# block 1

Block 1, a small window of the routed layout:
The bar under the picture is 5 µm long. Region (63, 93) to (83, 113) µm. Cells in grey, sequential cells in the stronger grey; small squares are vias.
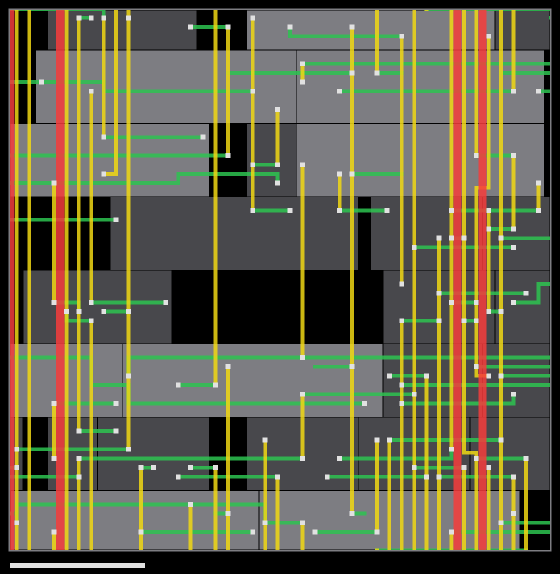

[src/rtl/delay_timer_pkg.sv]
// Shared types and defaults for the delay/period timer bank.
// Config struct carries a full-width period; channels use only the low CBITS bits.
package delay_timer_pkg;

   localparam int CBITS_MAX     = 32;
   localparam int CBITS_DEF     = 16;
   localparam int DEFAULT_N_DEF = 50000;

   typedef enum logic {
      IDLE = 1'b0,
      RUN  = 1'b1
   } ch_state_t;

   typedef struct packed {
      logic [CBITS_MAX-1:0] period;
      logic                 periodic;
   } cfg_t;

endpackage

[src/rtl/delay_timer_bank_if.sv]
// Config/control/status bundle for delay_timer_bank; slave = timer bank, master = controller.
interface delay_timer_bank_if #(
   parameter int NCH   = 4,
   parameter int CBITS = 16
);
   localparam int CHW = (NCH > 1) ? $clog2(NCH) : 1;

   logic             cfg_we;
   logic [CHW-1:0]   cfg_ch;
   logic [CBITS-1:0] cfg_period;
   logic             cfg_periodic;
   logic [NCH-1:0]   start;
   logic [NCH-1:0]   stop;
   logic [NCH-1:0]   err_clr;
   logic [NCH-1:0]   sig;
   logic [NCH-1:0]   flg;
   logic [NCH-1:0]   err;

   modport slave (
      input  cfg_we, cfg_ch, cfg_period, cfg_periodic, start, stop, err_clr,
      output sig, flg, err
   );

   modport master (
      output cfg_we, cfg_ch, cfg_period, cfg_periodic, start, stop, err_clr,
      input  sig, flg, err
   );
endinterface

[src/rtl/delay_timer_ch.sv]
// One timer channel: pulses sig P cycles after start (one-shot or periodic), all outputs registered.
// Macro DELAY_TIMER_RETRIG_EN: start while running restarts the interval instead of flagging err.
module delay_timer_ch
   import delay_timer_pkg::*;
#(
   parameter int CBITS     = CBITS_DEF,
   parameter int DEFAULT_N = DEFAULT_N_DEF
) (
   input  logic clk,
   input  logic rst,
   input  logic we,
   input  cfg_t wr_cfg,
   input  logic start,
   input  logic stop,
   input  logic err_clr,
   output logic sig,
   output logic flg,
   output logic err
);

`ifdef DELAY_TIMER_RETRIG_EN
   localparam bit RETRIG = 1'b1;
`else
   localparam bit RETRIG = 1'b0;
`endif

   localparam cfg_t RST_CFG = '{period: CBITS_MAX'(DEFAULT_N), periodic: 1'b0};

   ch_state_t        state_q, state_d;
   logic [CBITS-1:0] cnt_q, cnt_d;
   cfg_t             cfg_q, cfg_d;
   cfg_t             pend_cfg_q, pend_cfg_d;
   logic             pend_q, pend_d;
   logic             sig_q, sig_d;
   logic             flg_q, flg_d;
   logic             err_q, err_d;

   logic [CBITS-1:0] period;
   logic             wr_ok;
   logic             wr_bad;
   logic             eff_pend;
   cfg_t             eff_cfg;
   logic             tc;
   logic             err_set;

   assign period = cfg_q.period[CBITS-1:0];

   always_comb begin
      wr_ok      = we && (wr_cfg.period != '0);
      wr_bad     = we && (wr_cfg.period == '0);
      // A write landing on the same edge as an apply point is folded in directly.
      eff_pend   = pend_q || wr_ok;
      eff_cfg    = wr_ok ? wr_cfg : pend_cfg_q;
      tc         = (cnt_q == period - 1'b1);
      err_set    = 1'b0;
      state_d    = state_q;
      cnt_d      = cnt_q;
      cfg_d      = cfg_q;
      pend_cfg_d = pend_cfg_q;
      pend_d     = pend_q;
      sig_d      = 1'b0;

      case (state_q)
         IDLE: begin
            if (wr_ok) cfg_d = wr_cfg;
            if (start && !stop) begin
               state_d = RUN;
               cnt_d   = '0;
            end
         end
         RUN: begin
            if (wr_ok) begin
               pend_d     = 1'b1;
               pend_cfg_d = wr_cfg;
            end
            if (stop) begin
               state_d = IDLE;
               cnt_d   = '0;
               if (eff_pend) cfg_d = eff_cfg;
               pend_d  = 1'b0;
            end else if (start && RETRIG) begin
               cnt_d   = '0;
               if (eff_pend) cfg_d = eff_cfg;
               pend_d  = 1'b0;
            end else if (tc) begin
               sig_d   = 1'b1;
               cnt_d   = '0;
               if (!cfg_q.periodic) state_d = IDLE;
               if (eff_pend) cfg_d = eff_cfg;
               pend_d  = 1'b0;
            end else begin
               cnt_d   = cnt_q + 1'b1;
            end
            if (start && !stop && !RETRIG) err_set = 1'b1;
         end
         default: begin
            state_d = IDLE;
            cnt_d   = '0;
         end
      endcase

      flg_d = (state_d == RUN);
      err_d = err_set || wr_bad || (err_q && !err_clr);
   end

   always_ff @(posedge clk or posedge rst) begin
      if (rst) begin
         state_q    <= IDLE;
         cnt_q      <= '0;
         cfg_q      <= RST_CFG;
         pend_cfg_q <= RST_CFG;
         pend_q     <= 1'b0;
         sig_q      <= 1'b0;
         flg_q      <= 1'b0;
         err_q      <= 1'b0;
      end else begin
         state_q    <= state_d;
         cnt_q      <= cnt_d;
         cfg_q      <= cfg_d;
         pend_cfg_q <= pend_cfg_d;
         pend_q     <= pend_d;
         sig_q      <= sig_d;
         flg_q      <= flg_d;
         err_q      <= err_d;
      end
   end

   assign sig = sig_q;
   assign flg = flg_q;
   assign err = err_q;

   cnt_in_range: assert property (@(posedge clk) disable iff (rst) cnt_q <= period - 1'b1);

endmodule

[src/rtl/delay_timer_bank.sv]
// Bank of NCH independent delay/period timers sharing one config write port.
// Macro DELAY_TIMER_RETRIG_EN (in delay_timer_ch) enables restart-on-start while running.
module delay_timer_bank
   import delay_timer_pkg::*;
#(
   parameter int NCH       = 4,
   parameter int CBITS     = CBITS_DEF,
   parameter int DEFAULT_N = DEFAULT_N_DEF
) (
   input logic               clk,
   input logic               rst,
   delay_timer_bank_if.slave bus
);

   cfg_t           wr_cfg;
   logic [NCH-1:0] ch_we;
   logic [NCH-1:0] sig_w;
   logic [NCH-1:0] flg_w;
   logic [NCH-1:0] err_w;

   assign wr_cfg.period   = CBITS_MAX'(bus.cfg_period);
   assign wr_cfg.periodic = bus.cfg_periodic;

   for (genvar g = 0; g < NCH; g++) begin : g_ch
      // Out-of-range cfg_ch matches no channel, so the write is silently dropped.
      assign ch_we[g] = bus.cfg_we && (32'(bus.cfg_ch) == g);

      delay_timer_ch #(
         .CBITS     (CBITS),
         .DEFAULT_N (DEFAULT_N)
      ) u_ch (
         .clk     (clk),
         .rst     (rst),
         .we      (ch_we[g]),
         .wr_cfg  (wr_cfg),
         .start   (bus.start[g]),
         .stop    (bus.stop[g]),
         .err_clr (bus.err_clr[g]),
         .sig     (sig_w[g]),
         .flg     (flg_w[g]),
         .err     (err_w[g])
      );
   end

   assign bus.sig = sig_w;
   assign bus.flg = flg_w;
   assign bus.err = err_w;

endmodule

[src/flat_wrapper.sv]
// flat-port wrapper written by rule: the top's interface ports become plain ports
module delay_timer_bank_flat import delay_timer_pkg::*;
#(
   parameter int NCH       = 4,
   parameter int CBITS     = CBITS_DEF,
   parameter int DEFAULT_N = DEFAULT_N_DEF
)
  (clk, rst, bus_cfg_we, bus_cfg_ch, bus_cfg_period, bus_cfg_periodic, bus_start, bus_stop, bus_err_clr, bus_sig, bus_flg, bus_err);
  delay_timer_bank_if #(.NCH(NCH), .CBITS(CBITS)) bus_i ();
  input logic clk;
  input logic rst;
  input wire logic [$bits(bus_i.cfg_we)-1:0] bus_cfg_we;
  input wire logic [$bits(bus_i.cfg_ch)-1:0] bus_cfg_ch;
  input wire logic [$bits(bus_i.cfg_period)-1:0] bus_cfg_period;
  input wire logic [$bits(bus_i.cfg_periodic)-1:0] bus_cfg_periodic;
  input wire logic [$bits(bus_i.start)-1:0] bus_start;
  input wire logic [$bits(bus_i.stop)-1:0] bus_stop;
  input wire logic [$bits(bus_i.err_clr)-1:0] bus_err_clr;
  output wire logic [$bits(bus_i.sig)-1:0] bus_sig;
  output wire logic [$bits(bus_i.flg)-1:0] bus_flg;
  output wire logic [$bits(bus_i.err)-1:0] bus_err;
  assign bus_i.cfg_we = bus_cfg_we;
  assign bus_i.cfg_ch = bus_cfg_ch;
  assign bus_i.cfg_period = bus_cfg_period;
  assign bus_i.cfg_periodic = bus_cfg_periodic;
  assign bus_i.start = bus_start;
  assign bus_i.stop = bus_stop;
  assign bus_i.err_clr = bus_err_clr;
  assign bus_sig = bus_i.sig;
  assign bus_flg = bus_i.flg;
  assign bus_err = bus_i.err;
  delay_timer_bank #(.NCH(NCH), .CBITS(CBITS), .DEFAULT_N(DEFAULT_N)) u_core (.clk(clk), .rst(rst), .bus(bus_i));
endmodule
[config.mk]
export PLATFORM = sky130hd
export DESIGN_NAME = delay_timer_bank_flat
export DESIGN_NICKNAME = d
export VERILOG_FILES = /design/src/rtl/delay_timer_pkg.sv /design/src/rtl/delay_timer_bank_if.sv /design/src/rtl/delay_timer_ch.sv /design/src/rtl/delay_timer_bank.sv /design/src/flat_wrapper.sv
export SDC_FILE = /design/constraint.sdc
export NUM_CORES = 1
export LEC_CHECK = 0
export CORE_UTILIZATION = 60
export DETAILED_ROUTE_END_ITERATION = 16
export GPL_TIMING_DRIVEN = 0
export PLACE_DENSITY = 0.79
export SYNTH_ARGS = -nofsm -noshare
export SYNTH_HDL_FRONTEND = slang
export SYNTH_SLANG_ARGS = --single-unit
[constraint.sdc]
create_clock -name clk -period 7 [get_ports clk]
set_input_delay 0.7 -clock clk [delete_from_list [all_inputs] [get_ports clk]]
set_output_delay 0.7 -clock clk [all_outputs]
set_load 0.01 [all_outputs]
# block 2

<file path="src/rtl/mem_arbiter.sv">
// Two-requester (instruction fetch / load-store) arbiter for a single memory port.
// Round-robin on ties, one-cycle command pulse, busy watchdog aborts stuck accesses.
module mem_arbiter #(
    parameter int NBITS   = 8,
    parameter int TIMEOUT = 16
) (
    input  logic             clock,
    input  logic             reset,
    input  logic             i_req,
    input  logic [NBITS-1:0] i_addr,
    output logic             i_done,
    output logic [NBITS-1:0] i_rdata,
    input  logic             d_req,
    input  logic             d_we,
    input  logic [NBITS-1:0] d_addr,
    input  logic [NBITS-1:0] d_wdata,
    output logic             d_done,
    output logic [NBITS-1:0] d_rdata,
    output logic             err,
    output logic             mem_read,
    output logic             mem_write,
    output logic [NBITS-1:0] mem_addr,
    output logic [NBITS-1:0] mem_wdata,
    input  logic             mem_busy,
    input  logic [NBITS-1:0] mem_rdata
);

    localparam int CW = $clog2(TIMEOUT + 1);

    typedef enum logic [1:0] {IDLE, ISSUE, WAIT} state_t;
    typedef enum logic {OWN_I, OWN_D} owner_t;

    state_t        state;
    owner_t        owner;
    owner_t        last;
    logic          we;
    logic [CW-1:0] cnt;

    logic i_elig, d_elig, grant_any, grant_d;

    // A requester whose done is visible this cycle is not eligible, so a held
    // request is not re-issued on the strength of the completed access.
    always_comb begin
        i_elig    = i_req && !i_done;
        d_elig    = d_req && !d_done;
        grant_any = i_elig || d_elig;
        grant_d   = d_elig && (!i_elig || (last == OWN_I));
    end

    always_ff @(posedge clock) begin
        if (reset) begin
            state     <= IDLE;
            owner     <= OWN_I;
            last      <= OWN_I;
            we        <= 1'b0;
            cnt       <= '0;
            i_done    <= 1'b0;
            d_done    <= 1'b0;
            err       <= 1'b0;
            i_rdata   <= '0;
            d_rdata   <= '0;
            mem_read  <= 1'b0;
            mem_write <= 1'b0;
            mem_addr  <= '0;
            mem_wdata <= '0;
        end else begin
            i_done    <= 1'b0;
            d_done    <= 1'b0;
            err       <= 1'b0;
            mem_read  <= 1'b0;
            mem_write <= 1'b0;
            case (state)
                IDLE: begin
                    if (grant_any) begin
                        owner     <= grant_d ? OWN_D : OWN_I;
                        if (i_elig && d_elig)
                            last <= grant_d ? OWN_D : OWN_I;
                        we        <= grant_d && d_we;
                        mem_addr  <= grant_d ? d_addr : i_addr;
                        mem_wdata <= grant_d ? d_wdata : '0;
                        mem_read  <= !(grant_d && d_we);
                        mem_write <= grant_d && d_we;
                        state     <= ISSUE;
                    end
                end
                ISSUE: begin
                    cnt   <= '0;
                    state <= WAIT;
                end
                WAIT: begin
                    if (!mem_busy) begin
                        if (owner == OWN_I) begin
                            i_rdata <= mem_rdata;
                            i_done  <= 1'b1;
                        end else begin
                            if (!we)
                                d_rdata <= mem_rdata;
                            d_done <= 1'b1;
                        end
                        state <= IDLE;
                    end else if (cnt >= CW'(TIMEOUT - 1)) begin
                        // Watchdog expiry: complete the access with err and zeroed data.
                        cnt <= CW'(TIMEOUT);
                        err <= 1'b1;
                        if (owner == OWN_I) begin
                            i_rdata <= '0;
                            i_done  <= 1'b1;
                        end else begin
                            d_rdata <= '0;
                            d_done  <= 1'b1;
                        end
                        state <= IDLE;
                    end else begin
                        cnt <= cnt + 1'b1;
                    end
                end
                default: state <= IDLE;
            endcase
        end
    end

endmodule

</file>
<file path="config.mk">
export PLATFORM = sky130hd
export DESIGN_NAME = mem_arbiter
export DESIGN_NICKNAME = d
export VERILOG_FILES = /design/src/rtl/mem_arbiter.sv
export SDC_FILE = /design/constraint.sdc
export NUM_CORES = 1
export LEC_CHECK = 0
export ABC_AREA = 1
export CORE_MARGIN = 3
export CORE_UTILIZATION = 47
export CTS_BUF_LIST = sky130_fd_sc_hd__clkbuf_16
export CTS_CLUSTER_SIZE = 12
export DETAILED_ROUTE_END_ITERATION = 8
export GPL_TIMING_DRIVEN = 0
export PLACE_DENSITY = 0.84
export SYNTH_ARGS = -nofsm -noshare
export SYNTH_HDL_FRONTEND = slang
export SYNTH_SLANG_ARGS = --single-unit
</file>
<file path="constraint.sdc">
create_clock -name clock -period 2.15 [get_ports clock]
set_input_delay 0.3225 -clock clock [delete_from_list [all_inputs] [get_ports clock]]
set_output_delay 0.3225 -clock clock [all_outputs]
set_load 0.01 [all_outputs]
</file>
# block 3

## config.mk

```make
export PLATFORM = sky130hd
export DESIGN_NAME = bin_to_bcd_seg7
export DESIGN_NICKNAME = d
export VERILOG_FILES = /design/src/rtl/led_lights_pkg.sv /design/src/rtl/bcd_add3.sv /design/src/rtl/bin_to_bcd_seg7.sv
export SDC_FILE = /design/constraint.sdc
export NUM_CORES = 1
export LEC_CHECK = 0
export CORE_MARGIN = 2
export CORE_UTILIZATION = 55
export DETAILED_ROUTE_END_ITERATION = 16
export GPL_TIMING_DRIVEN = 0
export PLACE_DENSITY = 0.82
export SKIP_CTS_REPAIR_TIMING = 1
export SLEW_MARGIN = 5
export SYNTH_ARGS = -nofsm -noshare
export SYNTH_HDL_FRONTEND = slang
export SYNTH_HIERARCHICAL = 1
export SYNTH_SLANG_ARGS = --single-unit
```

## constraint.sdc

```tcl
create_clock -name clk -period 2 [get_ports clk]
set_input_delay 0.2 -clock clk [delete_from_list [all_inputs] [get_ports clk]]
set_output_delay 0.2 -clock clk [all_outputs]
set_load 0.02 [all_outputs]
```

## src/rtl/led_lights_pkg.sv

```systemverilog
// Shared constants and types for the LED display path.
// Used by the binary-to-BCD front end and the display controller.
package led_lights_pkg;
  localparam int BCD_MAX            = 9999;
  localparam int SEG7_DIGITS        = 4;
  localparam int BCD_SCRATCH_DIGITS = 5;
  localparam int BCD_SCRATCH_W      = 4 * BCD_SCRATCH_DIGITS;

  typedef enum logic [1:0] {
    IDLE  = 2'd0,
    CHECK = 2'd1,
    SHIFT = 2'd2,
    DONE  = 2'd3
  } conv_state_t;
endpackage

```

## src/rtl/bcd_add3.sv

```systemverilog
// Double-dabble digit correction.
// A BCD digit of 5 or more gets +3 before the shift, so the shift carries correctly into the next digit.
module bcd_add3 (
  input  logic [3:0] i_digit,
  output logic [3:0] o_digit
);
  assign o_digit = (i_digit >= 4'd5) ? i_digit + 4'd3 : i_digit;
endmodule

```

## src/rtl/bin_to_bcd_seg7.sv

```systemverilog
// Sequential double-dabble converter feeding the 7-segment display controller.
// It converts one bit per clock, saturates to 9999 and only updates the outputs when a conversion completes.
module bin_to_bcd_seg7
  import led_lights_pkg::*;
#(
  parameter int BIN_W = 14
) (
  input  logic             clk,
  input  logic             rst,
  input  logic             start,
  input  logic [BIN_W-1:0] bin_in,
  output logic             busy,
  output logic             done,
  output logic             overflow,
  output logic             seg7_valid,
  output logic [3:0]       bcd_data_0,
  output logic [3:0]       bcd_data_1,
  output logic [3:0]       bcd_data_2,
  output logic [3:0]       bcd_data_3
);
  localparam int CNT_W   = $clog2(BIN_W + 1);
  localparam int SHIFT_W = BCD_SCRATCH_W + BIN_W;
  localparam int OUT_W   = 4 * SEG7_DIGITS;

  conv_state_t                r_state;
  conv_state_t                w_state_next;
  logic [BIN_W-1:0]           r_bin;
  logic [BCD_SCRATCH_W-1:0]   r_scratch;
  logic [BCD_SCRATCH_W-1:0]   w_adj;
  logic [SHIFT_W-1:0]         w_shift;
  logic [CNT_W-1:0]           r_cnt;
  logic                       r_ovf_pending;
  logic                       r_overflow;
  logic                       r_seg7_valid;
  logic [OUT_W-1:0]           r_bcd;
  logic [15:0]                w_bin_ext;
  logic                       w_last_shift;

  genvar gi;
  generate
    for (gi = 0; gi < BCD_SCRATCH_DIGITS; gi++) begin : g_add3
      bcd_add3 u_add3 (
        .i_digit (r_scratch[4*gi +: 4]),
        .o_digit (w_adj[4*gi +: 4])
      );
    end
  endgenerate

  // Shifting the whole concatenation drops the scratch MSB naturally.
  assign w_shift      = {w_adj, r_bin} << 1;
  assign w_bin_ext    = 16'(r_bin);
  assign w_last_shift = (r_state == SHIFT) && (r_cnt == CNT_W'(BIN_W - 1));

  always_ff @(posedge clk or posedge rst) begin
    if (rst) begin
      r_state <= IDLE;
    end else begin
      r_state <= w_state_next;
    end
  end

  always_comb begin
    w_state_next = r_state;
    case (r_state)
      IDLE:    if (start) w_state_next = CHECK;
      CHECK:   w_state_next = SHIFT;
      SHIFT:   if (w_last_shift) w_state_next = DONE;
      DONE:    w_state_next = IDLE;
      default: w_state_next = IDLE;
    endcase
  end

  always_ff @(posedge clk or posedge rst) begin
    if (rst) begin
      r_bin         <= '0;
      r_scratch     <= '0;
      r_cnt         <= '0;
      r_ovf_pending <= 1'b0;
      r_overflow    <= 1'b0;
      r_seg7_valid  <= 1'b0;
      r_bcd         <= '0;
    end else begin
      case (r_state)
        IDLE: begin
          if (start) begin
            r_bin     <= bin_in;
            r_scratch <= '0;
            r_cnt     <= '0;
          end
        end
        CHECK: begin
          r_ovf_pending <= (w_bin_ext > 16'(BCD_MAX));
        end
        SHIFT: begin
          r_scratch <= w_shift[SHIFT_W-1 -: BCD_SCRATCH_W];
          r_bin     <= w_shift[BIN_W-1:0];
          r_cnt     <= r_cnt + CNT_W'(1);
          // Results land on the edge entering DONE, together with the done pulse.
          if (w_last_shift) begin
            r_bcd        <= r_ovf_pending ? {SEG7_DIGITS{4'd9}} : w_shift[BIN_W +: OUT_W];
            r_overflow   <= r_ovf_pending;
            r_seg7_valid <= 1'b1;
          end
        end
        default: ;
      endcase
    end
  end

  assign busy       = (r_state != IDLE);
  assign done       = (r_state == DONE);
  assign overflow   = r_overflow;
  assign seg7_valid = r_seg7_valid;
  assign bcd_data_0 = r_bcd[15:12];
  assign bcd_data_1 = r_bcd[11:8];
  assign bcd_data_2 = r_bcd[7:4];
  assign bcd_data_3 = r_bcd[3:0];
endmodule

```

# block 4

`src/rtl/sdram_req_pkg.sv`:
```
// sdram_req_pkg
// Shared definitions for the SDRAM request queue: issue FSM state encoding,
// default geometry and the width of one command FIFO entry.
// No ports (package).
package sdram_req_pkg;

   typedef enum logic [1:0] {
      ST_IDLE      = 2'd0,
      ST_ISSUE     = 2'd1,
      ST_WAIT_DONE = 2'd2,
      ST_WAIT_DATA = 2'd3
   } state_t;

   localparam int ADDR_WIDTH_DEF     = 25;
   localparam int DATA_WIDTH_DEF     = 8;
   localparam int CMD_DEPTH_LOG2_DEF = 2;
   localparam int RD_DEPTH_LOG2_DEF  = 2;
   localparam int ACK_TIMEOUT_DEF    = 15;

   // Command entry layout is {write, addr, wdata}.
   function automatic int cmd_entry_width(input int addr_w, input int data_w);
      return 1 + addr_w + data_w;
   endfunction

endpackage

```
`src/rtl/sync_fifo.sv`:
```
// sync_fifo
// Single-clock show-ahead FIFO with 2^DEPTH_LOG2 entries.
// Ports:
//   clk, rst_n     clock, asynchronous active-low reset (empties the FIFO)
//   push, din      write request and data (accepted when not full, or when
//                  full together with a pop)
//   pop            read request (ignored when empty)
//   dout           head entry, zero while empty
//   full, empty    status flags
//   level          occupancy, 0 .. 2^DEPTH_LOG2
module sync_fifo #(
   parameter int WIDTH      = 8,
   parameter int DEPTH_LOG2 = 2
) (
   input  logic                  clk,
   input  logic                  rst_n,
   input  logic                  push,
   input  logic [WIDTH-1:0]      din,
   input  logic                  pop,
   output logic [WIDTH-1:0]      dout,
   output logic                  full,
   output logic                  empty,
   output logic [DEPTH_LOG2:0]   level
);

   localparam int DEPTH = 1 << DEPTH_LOG2;

   logic [WIDTH-1:0]    mem [DEPTH];
   logic [DEPTH_LOG2:0] wr_ptr;
   logic [DEPTH_LOG2:0] rd_ptr;
   logic                do_push;
   logic                do_pop;

   // Pointers carry one extra wrap bit so full and empty are distinguishable.
   assign empty = (wr_ptr == rd_ptr);
   assign full  = (wr_ptr[DEPTH_LOG2] != rd_ptr[DEPTH_LOG2]) &&
                  (wr_ptr[DEPTH_LOG2-1:0] == rd_ptr[DEPTH_LOG2-1:0]);
   assign level = wr_ptr - rd_ptr;

   assign do_pop  = pop && !empty;
   // A push into a full FIFO is fine when the head leaves in the same edge.
   assign do_push = push && (!full || do_pop);

   always_ff @(posedge clk or negedge rst_n) begin
      if (!rst_n) begin
         wr_ptr <= '0;
         rd_ptr <= '0;
      end else begin
         if (do_push) wr_ptr <= wr_ptr + 1'b1;
         if (do_pop)  rd_ptr <= rd_ptr + 1'b1;
      end
   end

   always_ff @(posedge clk) begin
      if (do_push) mem[wr_ptr[DEPTH_LOG2-1:0]] <= din;
   end

   // Stale storage is masked so the head reads zero whenever nothing is queued.
   assign dout = empty ? '0 : mem[rd_ptr[DEPTH_LOG2-1:0]];

endmodule

```
`src/rtl/sdram_req_queue.sv`:
```
// sdram_req_queue
// Buffers GPMC read/write requests and issues them one at a time to
// sdram_controller using its enable/busy protocol; read data returned on
// sd_rd_ready is queued for the GPMC side to pop.
// Ports:
//   clk, rst_n                       clock, asynchronous active-low reset
//   req_valid/req_ready              request handshake (ready = command FIFO not full)
//   req_write, req_addr, req_wdata   request contents (wdata unused for reads)
//   rdq_valid, rdq_pop, rdq_data     read-data FIFO head, show-ahead
//   sd_addr, sd_wr_data              address/data of the command in flight
//   sd_wr_enable, sd_rd_enable       controller enables, high only while issuing
//   sd_busy, sd_rd_ready, sd_rd_data controller status and read return
//   cmd_level                        command FIFO occupancy
//   idle                             nothing queued and nothing in flight
//   err_timeout                      sticky: an issued command was never acknowledged
//   err_overflow                     sticky: request offered while not ready
module sdram_req_queue
   import sdram_req_pkg::*;
#(
   parameter int ADDR_WIDTH     = ADDR_WIDTH_DEF,
   parameter int DATA_WIDTH     = DATA_WIDTH_DEF,
   parameter int CMD_DEPTH_LOG2 = CMD_DEPTH_LOG2_DEF,
   parameter int RD_DEPTH_LOG2  = RD_DEPTH_LOG2_DEF,
   parameter int ACK_TIMEOUT    = ACK_TIMEOUT_DEF
) (
   input  logic                      clk,
   input  logic                      rst_n,
   input  logic                      req_valid,
   output logic                      req_ready,
   input  logic                      req_write,
   input  logic [ADDR_WIDTH-1:0]     req_addr,
   input  logic [DATA_WIDTH-1:0]     req_wdata,
   output logic                      rdq_valid,
   input  logic                      rdq_pop,
   output logic [DATA_WIDTH-1:0]     rdq_data,
   output logic [ADDR_WIDTH-1:0]     sd_addr,
   output logic [DATA_WIDTH-1:0]     sd_wr_data,
   output logic                      sd_wr_enable,
   output logic                      sd_rd_enable,
   input  logic                      sd_busy,
   input  logic                      sd_rd_ready,
   input  logic [DATA_WIDTH-1:0]     sd_rd_data,
   output logic [CMD_DEPTH_LOG2:0]   cmd_level,
   output logic                      idle,
   output logic                      err_timeout,
   output logic                      err_overflow
);

   localparam int CMD_W = cmd_entry_width(ADDR_WIDTH, DATA_WIDTH);
   localparam int TMR_W = $clog2(ACK_TIMEOUT + 1);
   localparam logic [TMR_W-1:0] TMR_LAST = TMR_W'(ACK_TIMEOUT - 1);
   localparam logic [RD_DEPTH_LOG2:0] RD_LEVEL_MAX = (RD_DEPTH_LOG2 + 1)'(1 << RD_DEPTH_LOG2);

   state_t                  state;
   state_t                  state_nxt;

   logic                    cmd_push;
   logic                    cmd_pop;
   logic                    cmd_full;
   logic                    cmd_empty;
   logic [CMD_W-1:0]        cmd_head;
   logic                    head_write;
   logic [ADDR_WIDTH-1:0]   head_addr;
   logic [DATA_WIDTH-1:0]   head_wdata;

   logic                    rd_push;
   logic                    rd_full;
   logic                    rd_empty;
   logic [RD_DEPTH_LOG2:0]  rd_level;

   logic                    cur_write;
   logic                    rd_captured;
   logic [TMR_W-1:0]        timer;
   logic                    timeout_hit;
   logic                    read_outstanding;

   assign req_ready = !cmd_full;
   assign cmd_push  = req_valid && req_ready;

   sync_fifo #(
      .WIDTH      (CMD_W),
      .DEPTH_LOG2 (CMD_DEPTH_LOG2)
   ) u_cmd_fifo (
      .clk   (clk),
      .rst_n (rst_n),
      .push  (cmd_push),
      .din   ({req_write, req_addr, req_wdata}),
      .pop   (cmd_pop),
      .dout  (cmd_head),
      .full  (cmd_full),
      .empty (cmd_empty),
      .level (cmd_level)
   );

   assign {head_write, head_addr, head_wdata} = cmd_head;

   // A read stays outstanding from issue until the FSM is back in IDLE; a
   // data strobe arriving in that window is captured, anything else is stray.
   assign read_outstanding = !cur_write && (state != ST_IDLE);
   assign rd_push          = sd_rd_ready && read_outstanding;

   sync_fifo #(
      .WIDTH      (DATA_WIDTH),
      .DEPTH_LOG2 (RD_DEPTH_LOG2)
   ) u_rd_fifo (
      .clk   (clk),
      .rst_n (rst_n),
      .push  (rd_push),
      .din   (sd_rd_data),
      .pop   (rdq_pop),
      .dout  (rdq_data),
      .full  (rd_full),
      .empty (rd_empty),
      .level (rd_level)
   );

   assign rdq_valid = !rd_empty;

   // Reads are only issued with a free slot and one at a time, so a capture
   // can never land on a full read FIFO unless the head is popped alongside.
   always_ff @(posedge clk) begin
      if (rst_n && rd_push) assert (rd_level < RD_LEVEL_MAX || rdq_pop);
   end

   always_comb begin
      state_nxt   = state;
      cmd_pop     = 1'b0;
      timeout_hit = 1'b0;
      case (state)
         ST_IDLE: begin
            if (!cmd_empty && !sd_busy && (head_write || !rd_full)) begin
               cmd_pop   = 1'b1;
               state_nxt = ST_ISSUE;
            end
         end
         ST_ISSUE: begin
            if (sd_busy) begin
               state_nxt = ST_WAIT_DONE;
            end else if (timer == TMR_LAST) begin
               timeout_hit = 1'b1;
               state_nxt   = ST_IDLE;
            end
         end
         ST_WAIT_DONE: begin
            // The controller may strobe read data before (or as) busy falls;
            // in that case there is nothing left to wait for.
            if (!sd_busy) begin
               if (cur_write || rd_captured || rd_push) state_nxt = ST_IDLE;
               else                                      state_nxt = ST_WAIT_DATA;
            end
         end
         ST_WAIT_DATA: begin
            if (sd_rd_ready) state_nxt = ST_IDLE;
         end
         default: state_nxt = ST_IDLE;
      endcase
   end

   always_ff @(posedge clk or negedge rst_n) begin
      if (!rst_n) begin
         state        <= ST_IDLE;
         cur_write    <= 1'b0;
         rd_captured  <= 1'b0;
         timer        <= '0;
         sd_addr      <= '0;
         sd_wr_data   <= '0;
         err_timeout  <= 1'b0;
         err_overflow <= 1'b0;
      end else begin
         state <= state_nxt;
         if (cmd_pop) begin
            // Address/data are held from here until the next issue.
            cur_write   <= head_write;
            sd_addr     <= head_addr;
            sd_wr_data  <= head_wdata;
            rd_captured <= 1'b0;
            timer       <= '0;
         end else begin
            if (state == ST_ISSUE) timer <= timer + 1'b1;
            if (rd_push)           rd_captured <= 1'b1;
         end
         if (timeout_hit)             err_timeout  <= 1'b1;
         if (req_valid && !req_ready) err_overflow <= 1'b1;
      end
   end

   assign sd_wr_enable = (state == ST_ISSUE) &&  cur_write;
   assign sd_rd_enable = (state == ST_ISSUE) && !cur_write;
   assign idle         = cmd_empty && (state == ST_IDLE);

endmodule

```
`config.mk`:
```
export PLATFORM = sky130hd
export DESIGN_NAME = sdram_req_queue
export DESIGN_NICKNAME = d
export VERILOG_FILES = /design/src/rtl/sdram_req_pkg.sv /design/src/rtl/sync_fifo.sv /design/src/rtl/sdram_req_queue.sv
export SDC_FILE = /design/constraint.sdc
export NUM_CORES = 1
export LEC_CHECK = 0
export CAP_MARGIN = 40
export CORE_MARGIN = 2
export CORE_UTILIZATION = 51
export CTS_BUF_LIST = sky130_fd_sc_hd__clkbuf_4 sky130_fd_sc_hd__clkbuf_8
export CTS_CLUSTER_DIAMETER = 60
export DETAILED_ROUTE_END_ITERATION = 16
export HOLD_SLACK_MARGIN = 0.1
export PLACE_DENSITY = 0.74
export SLEW_MARGIN = 20
export SYNTH_ARGS = -nofsm -noshare
export SYNTH_HDL_FRONTEND = slang
export SYNTH_HIERARCHICAL = 1
export SYNTH_SLANG_ARGS = --single-unit
```
`constraint.sdc`:
```
create_clock -name clk -period 4.2 [get_ports clk]
set_clock_uncertainty 0.2 [all_clocks]
set_input_delay 1.05 -clock clk [delete_from_list [all_inputs] [get_ports clk]]
set_output_delay 1.05 -clock clk [all_outputs]
set_load 0.02 [all_outputs]
```
Block 1, routing congestion:
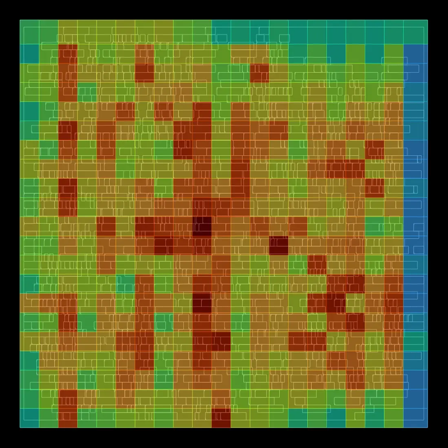
GR Layer Usage met1: 36.1%
post-layout util: 69.3%
met3 GRT Util: 4.44%
GR Layer Usage met2: 43.6%

## Picture notes: 'a small window of the routed layout' of block 1
colour	layer
red	M4
yellow	M2
green	M1
most frequent	mux2_2 (5), mux2i_1 (5), dfrtp_1 (5)
sequential cells in the window	8
cells with their middle in the window	23
netlist names of flops here include	`u_core.g_ch.u_ch.pend_cfg_q` (5), `u_core.g_ch.u_ch.cfg_q` (3)

==> impl_metrics.toml, block 1 <==
# yosys + openroad results
[sta]
rsz0062_at_grt = "false"
setup_violations = 0
post-route-min-period_ns = 4.27
holdWs_ns = 0.462

[synthesis]
edf_count = 0
synth_area_leader_cell = "dfrtp_1"
syn_area_um2 = 12600
ys_seq_elements = 216

[finish]
lay_top_count = "dfrtp_1"

[floorplanning]
die_w_um = 147
ios = 46

[job]
log.warning_count = 29

[clock_network]
clockBufferDepth = 3
clkTransAtPathRegs_ns = 0.06

[global_routing]
grt_pass1_wl_mm = 47.2
antenna_found_initial = 1

[worst_setup_path]
crit_chain = "clkbuf_1 > inv_1 > ha_1 > or4b_2 > clkbuf_1 > or4b_2 > a211oi_1 > o31ai_1 > a2111oi_4 > o21ai_1 > clkbuf_1 > o21ai_0"
reg2reg_depth = 12
endpoint_kind = "flop"

[status]
status = "completed"

[place]
portBuffers = 29
placed_area_um2 = 13200

[route]
dr.pass1.iters = 5

[power]
comb_power_share_pct = 25.4
[block 1: cell families (layout without fill, tap and decap cells)]
group	after synthesis	in the layout	share of synthesized area, %
simple gates	444	444	18.6
compound gates	222	222	12.1
flops	216	216	43.5
mux	158	158	13.8
buf+inv	124	198	4.21
xor+xnor	100	100	6.97
fa+ha+maj	8	8	0.797
other cells	0	1	0
[block 1: final cells by class]
type,count,area (µm²)
Multi-Input combinational cell,932,6570
Inverter,31,124
Antenna cell,1,2.50
Tap cell,270,338
Timing Repair Buffer,30,318
Buffer,93,413
Clock buffer,34,668
Sequential cell,216,5470
Clock inverter,10,211
Fill cell,1486,6250
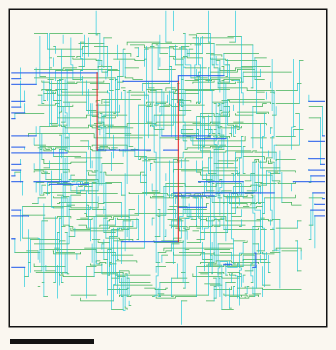
Block 3: signal wires by layer
The bar under the picture is 20 µm long.
colour	layer	wire length
green	M1	2390 µm
blue	M3	260 µm
red	M4	56.4 µm
cyan	M2	2670 µm

==> impl_metrics.toml, block 3 <==
# yosys + openroad results
[power]
p_switching_mw = 1.77
ir_drop_mv = 0.857

[sta]
fin_skew_ns = 0.00828

[global_routing]
grt_usage_pct = 21.5
overflow = 0
grt_pass1_vias = 2023

[worst_setup_path]
reg2reg_to = "r_bin[9]$_DFFE_PP0P_"
critPathMaxFanout = 10
path_class = "reg -> reg"
required_ns = 2.18
crit_path_start_kind = "flop"

[finish]
clkCellAreaFrac_pct = 2.55
buf_share_pct = 14.4
lay_top_count = "dfrtp_1"
lay_top_cells = "dfrtp_1, nand2_1, clkdlybuf4s50_1, o21ai_0"

[status]
status = "completed"

[floorplanning]
die_w_um = 75.1
tap_cells = 67

[synthesis]
netlist_instances = 277

[place]
dp.cells = 381
## block 3: registers in the layout, indices dropped and copies added (netlist names)
name           count
r_bcd             16
r_scratch         16
r_bin             14
r_cnt              4
r_state            2
overflow           1
r_ovf_pending      1
seg7_valid         1
## block 3: per-layer routing
| metal | vias to the layer above | GRT usage (%) | part of all wire [%] |
|---|---|---|---|
| li1 | 1022 | - | - |
| met1 | 1013 | 27.8 | 44 |
| met2 | 55 | 37.1 | 50 |
| met3 | 6 | 4.55 | 4.8 |
| met4 | 0 | 5.36 | 1.0 |
| met5 | - | 0 | 0 |
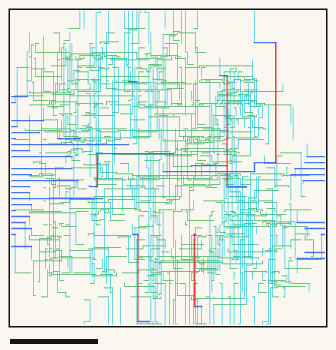
Block 2: signal wires by layer
The bar under the picture is 20 µm long.
colour	layer	wire length
blue	M3	273 µm
green	M1	1980 µm
red	M4	95.9 µm
cyan	M2	2540 µm
Vias: 1940
DRT Wirelength: 4.89 mm
drt wl/cell: 12.1 µm
Total GRT Usage: 19.8%

Block 2, gate families picked out:
The bar under the picture is 20 µm long.
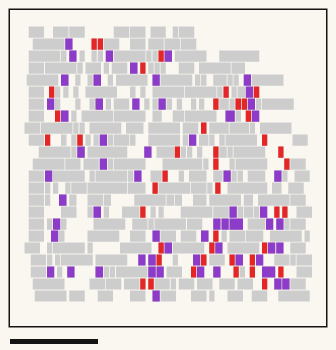
colour	family	cells	most used
red	inv cells	42	inv_1
purple	aoi and oai cells	60	a21oi_1
most frequent logic cell in the layout: clkdlybuf4s50_1
fraction of area in multi-input gates: 29.3%
final non-filler cell total: 405

==> impl_metrics.toml, block 2 <==
# yosys + openroad results
[clock_network]
cts_tree = "yes"
htree_levels = 2
cts_setup_buffers = 0

[route]
drt_iter0_drc = 74
detail-route-antenna-nets = 0
dr.pass1.iters = 4

[sta]
tightest_slew_ns = 0.498
fmax_mhz = 606

[job]
maxCapViolations = 0

[synthesis]
synth_warnings = 0

[finish]
drive_above_1_share_pct = 9.30

[power]
power.density_nw_per_um2 = 698

[global_routing]
overflow = 0

[status]
status = "completed"

[worst_setup_path]
path_buffers = 0
## block 2: routing by layer
metal	routed length (µm)	vias to the layer above	track usage, %
met2	2540	48	35.0
met5	0	-	0
met4	95	0	8.14
met1	1980	869	22.1
met3	272	11	5.89
li1	-	1012	-
## block 2: area by class of cell
type                       instances  share of cell area (%)
buffer                             8                    1.85
sequential                        47                    31.6
clock buffer                       5                    4.20
multi-input combinational        176                    29.3
tap                               50                    2.10
timing repair buffer              74                    24.9
clock inverter                     3                   0.757
inverter                          42                    5.30
Block 4, gate families picked out:
The bar under the picture is 50 µm long.
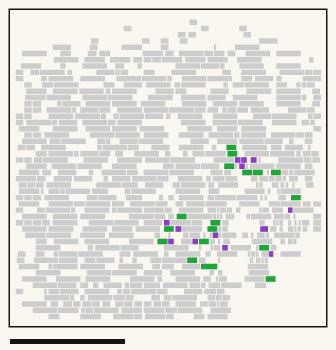
colour	family	cells	most used
green	fa/ha/maj cells	17	ha_1
purple	and/or cells	13	and2_2

Block 4, signal wires by layer:
The bar under the picture is 50 µm long.
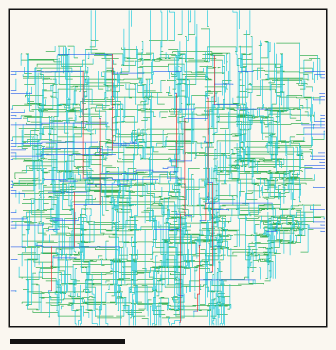
colour	layer	wire length
blue	M3	838 µm
red	M4	429 µm
cyan	M2	8170 µm
green	M1	7020 µm
drt wl/cell: 19.2 µm
DRT Wirelength: 16.5 mm

==> impl_metrics.toml, block 4 <==
# yosys + openroad results
[finish]
seq_area_um2 = 6420
n_all_inverters = 15
fin_area_um2 = 11000
area_dominant_class = "registers"
nets = 672
buffers_excl_clock = 109

[place]
dp.cells = 794

[global_routing]
antenna_found_initial = 1
grt_pass1_wl_mm = 26.3

[power]
p_switching_mw = 2.84
p_seq_mw = 3.38

[status]
status = "completed"

[worst_setup_path]
reg2reg_to = "u_cmd_fifo/mem[3][25]$_DFFE_PP_"

[route]
remaining_drc_errors = 0
vias = 4620

[sta]
setup-tns-final_ns = 0
period_used_pct = 92.9

[synthesis]
syn_nets = 543
syn_area_per_cell_um2 = 18.9

[clock_network]
clockBufferDepth = 3

[floorplanning]
initial_core_util_pct = 52.2
die_w_um = 137
die_h_um = 137
[block 4: worst max-delay path, cell delays in order, from the launching register on]
cell and delay, ns:
dfrtp_1 0.63, inv_1 0.09, ha_1 0.31, nand2_1 0.13, nor2_2 0.35, nor2b_1 0.09
clkdlybuf4s50_1 0.55
[block 4: routing by layer]
layer | up-vias | GRT usage [%] | part of all wire (%)
li1 | 2078 | - | -
met3 | 36 | 4.34 | 5.1
met4 | 0 | 7.67 | 2.6
met1 | 2372 | 24.2 | 43
met5 | - | 0 | 0
met2 | 134 | 30.6 | 50


==> screenshots <==
A small window of the routed layout.
(a)
The bar under the picture is 5 µm long. Region (59, 86) to (79, 106) µm. Cells in grey, sequential cells in the stronger grey; small squares are vias.
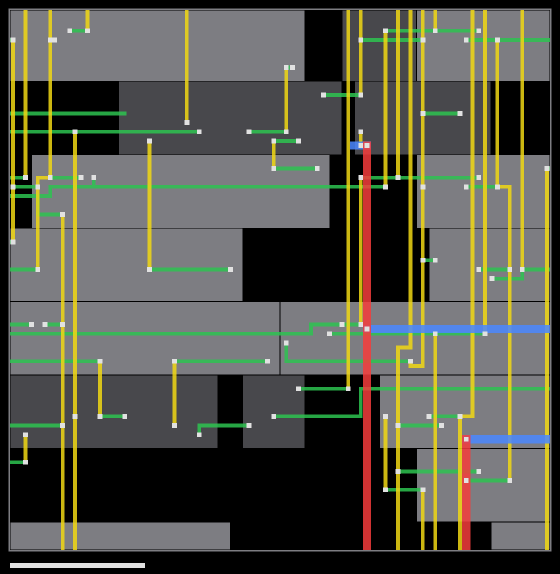
(b)
The bar under the picture is 5 µm long. Region (26, 40) to (46, 60) µm. Cells in grey, sequential cells in the stronger grey; small squares are vias.
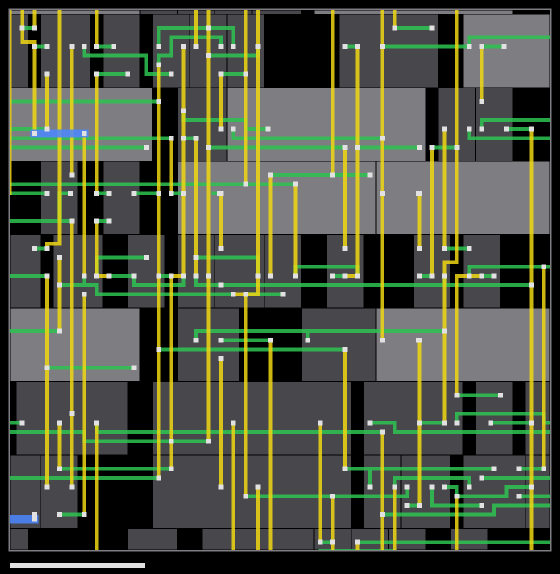
(c)
The bar under the picture is 5 µm long. Region (28, 43) to (48, 63) µm. Cells in grey, sequential cells in the stronger grey; small squares are vias.
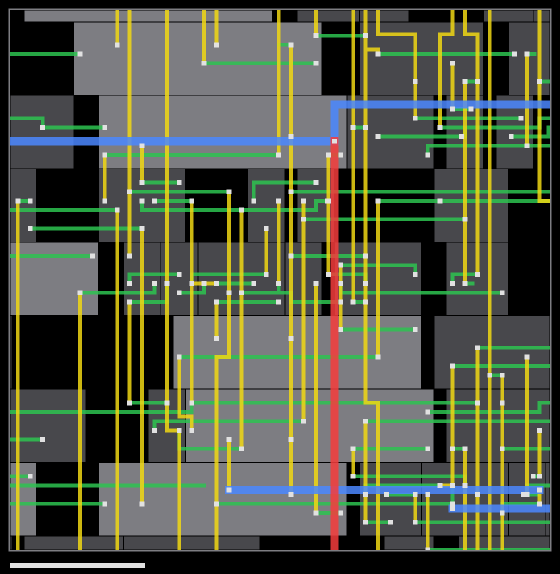
| from | picture |
|---|---|
| block 4 | (a) |
| block 2 | (b) |
| block 3 | (c) |
Of these, largest die: (a)

Key to (c):
colour	layer
yellow	M2
blue	M3
green	M1
red	M4
cells with their middle in the window	27
netlist names of flops here include	`r_scratch` (3)
sequential cells in the window	5
most frequent	dfrtp_1 (5)


==> notes/layouts.md <==
Pictures saved along the way, in no particular order.

Routing congestion.
panel A
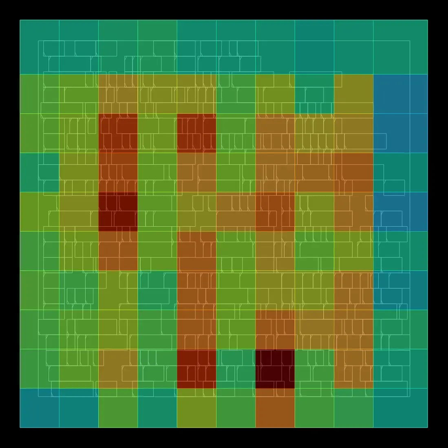
panel B
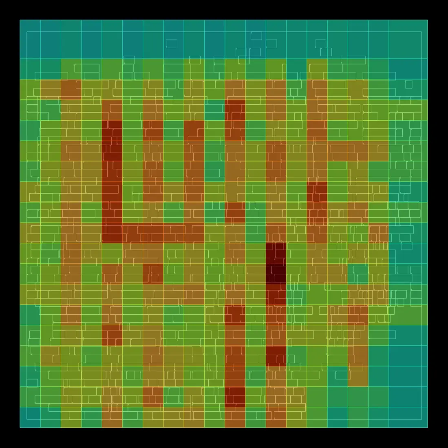
panel C
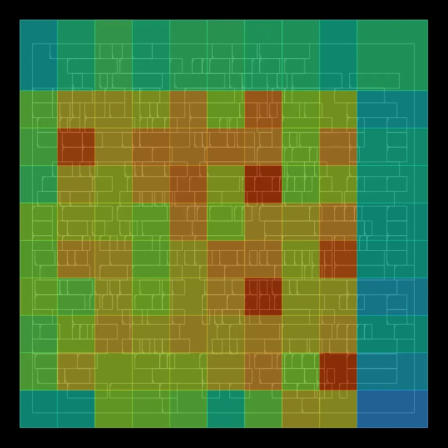
- most wire per cell: panel B
block 4 -> panel B
block 2 -> panel A
block 3 -> panel C

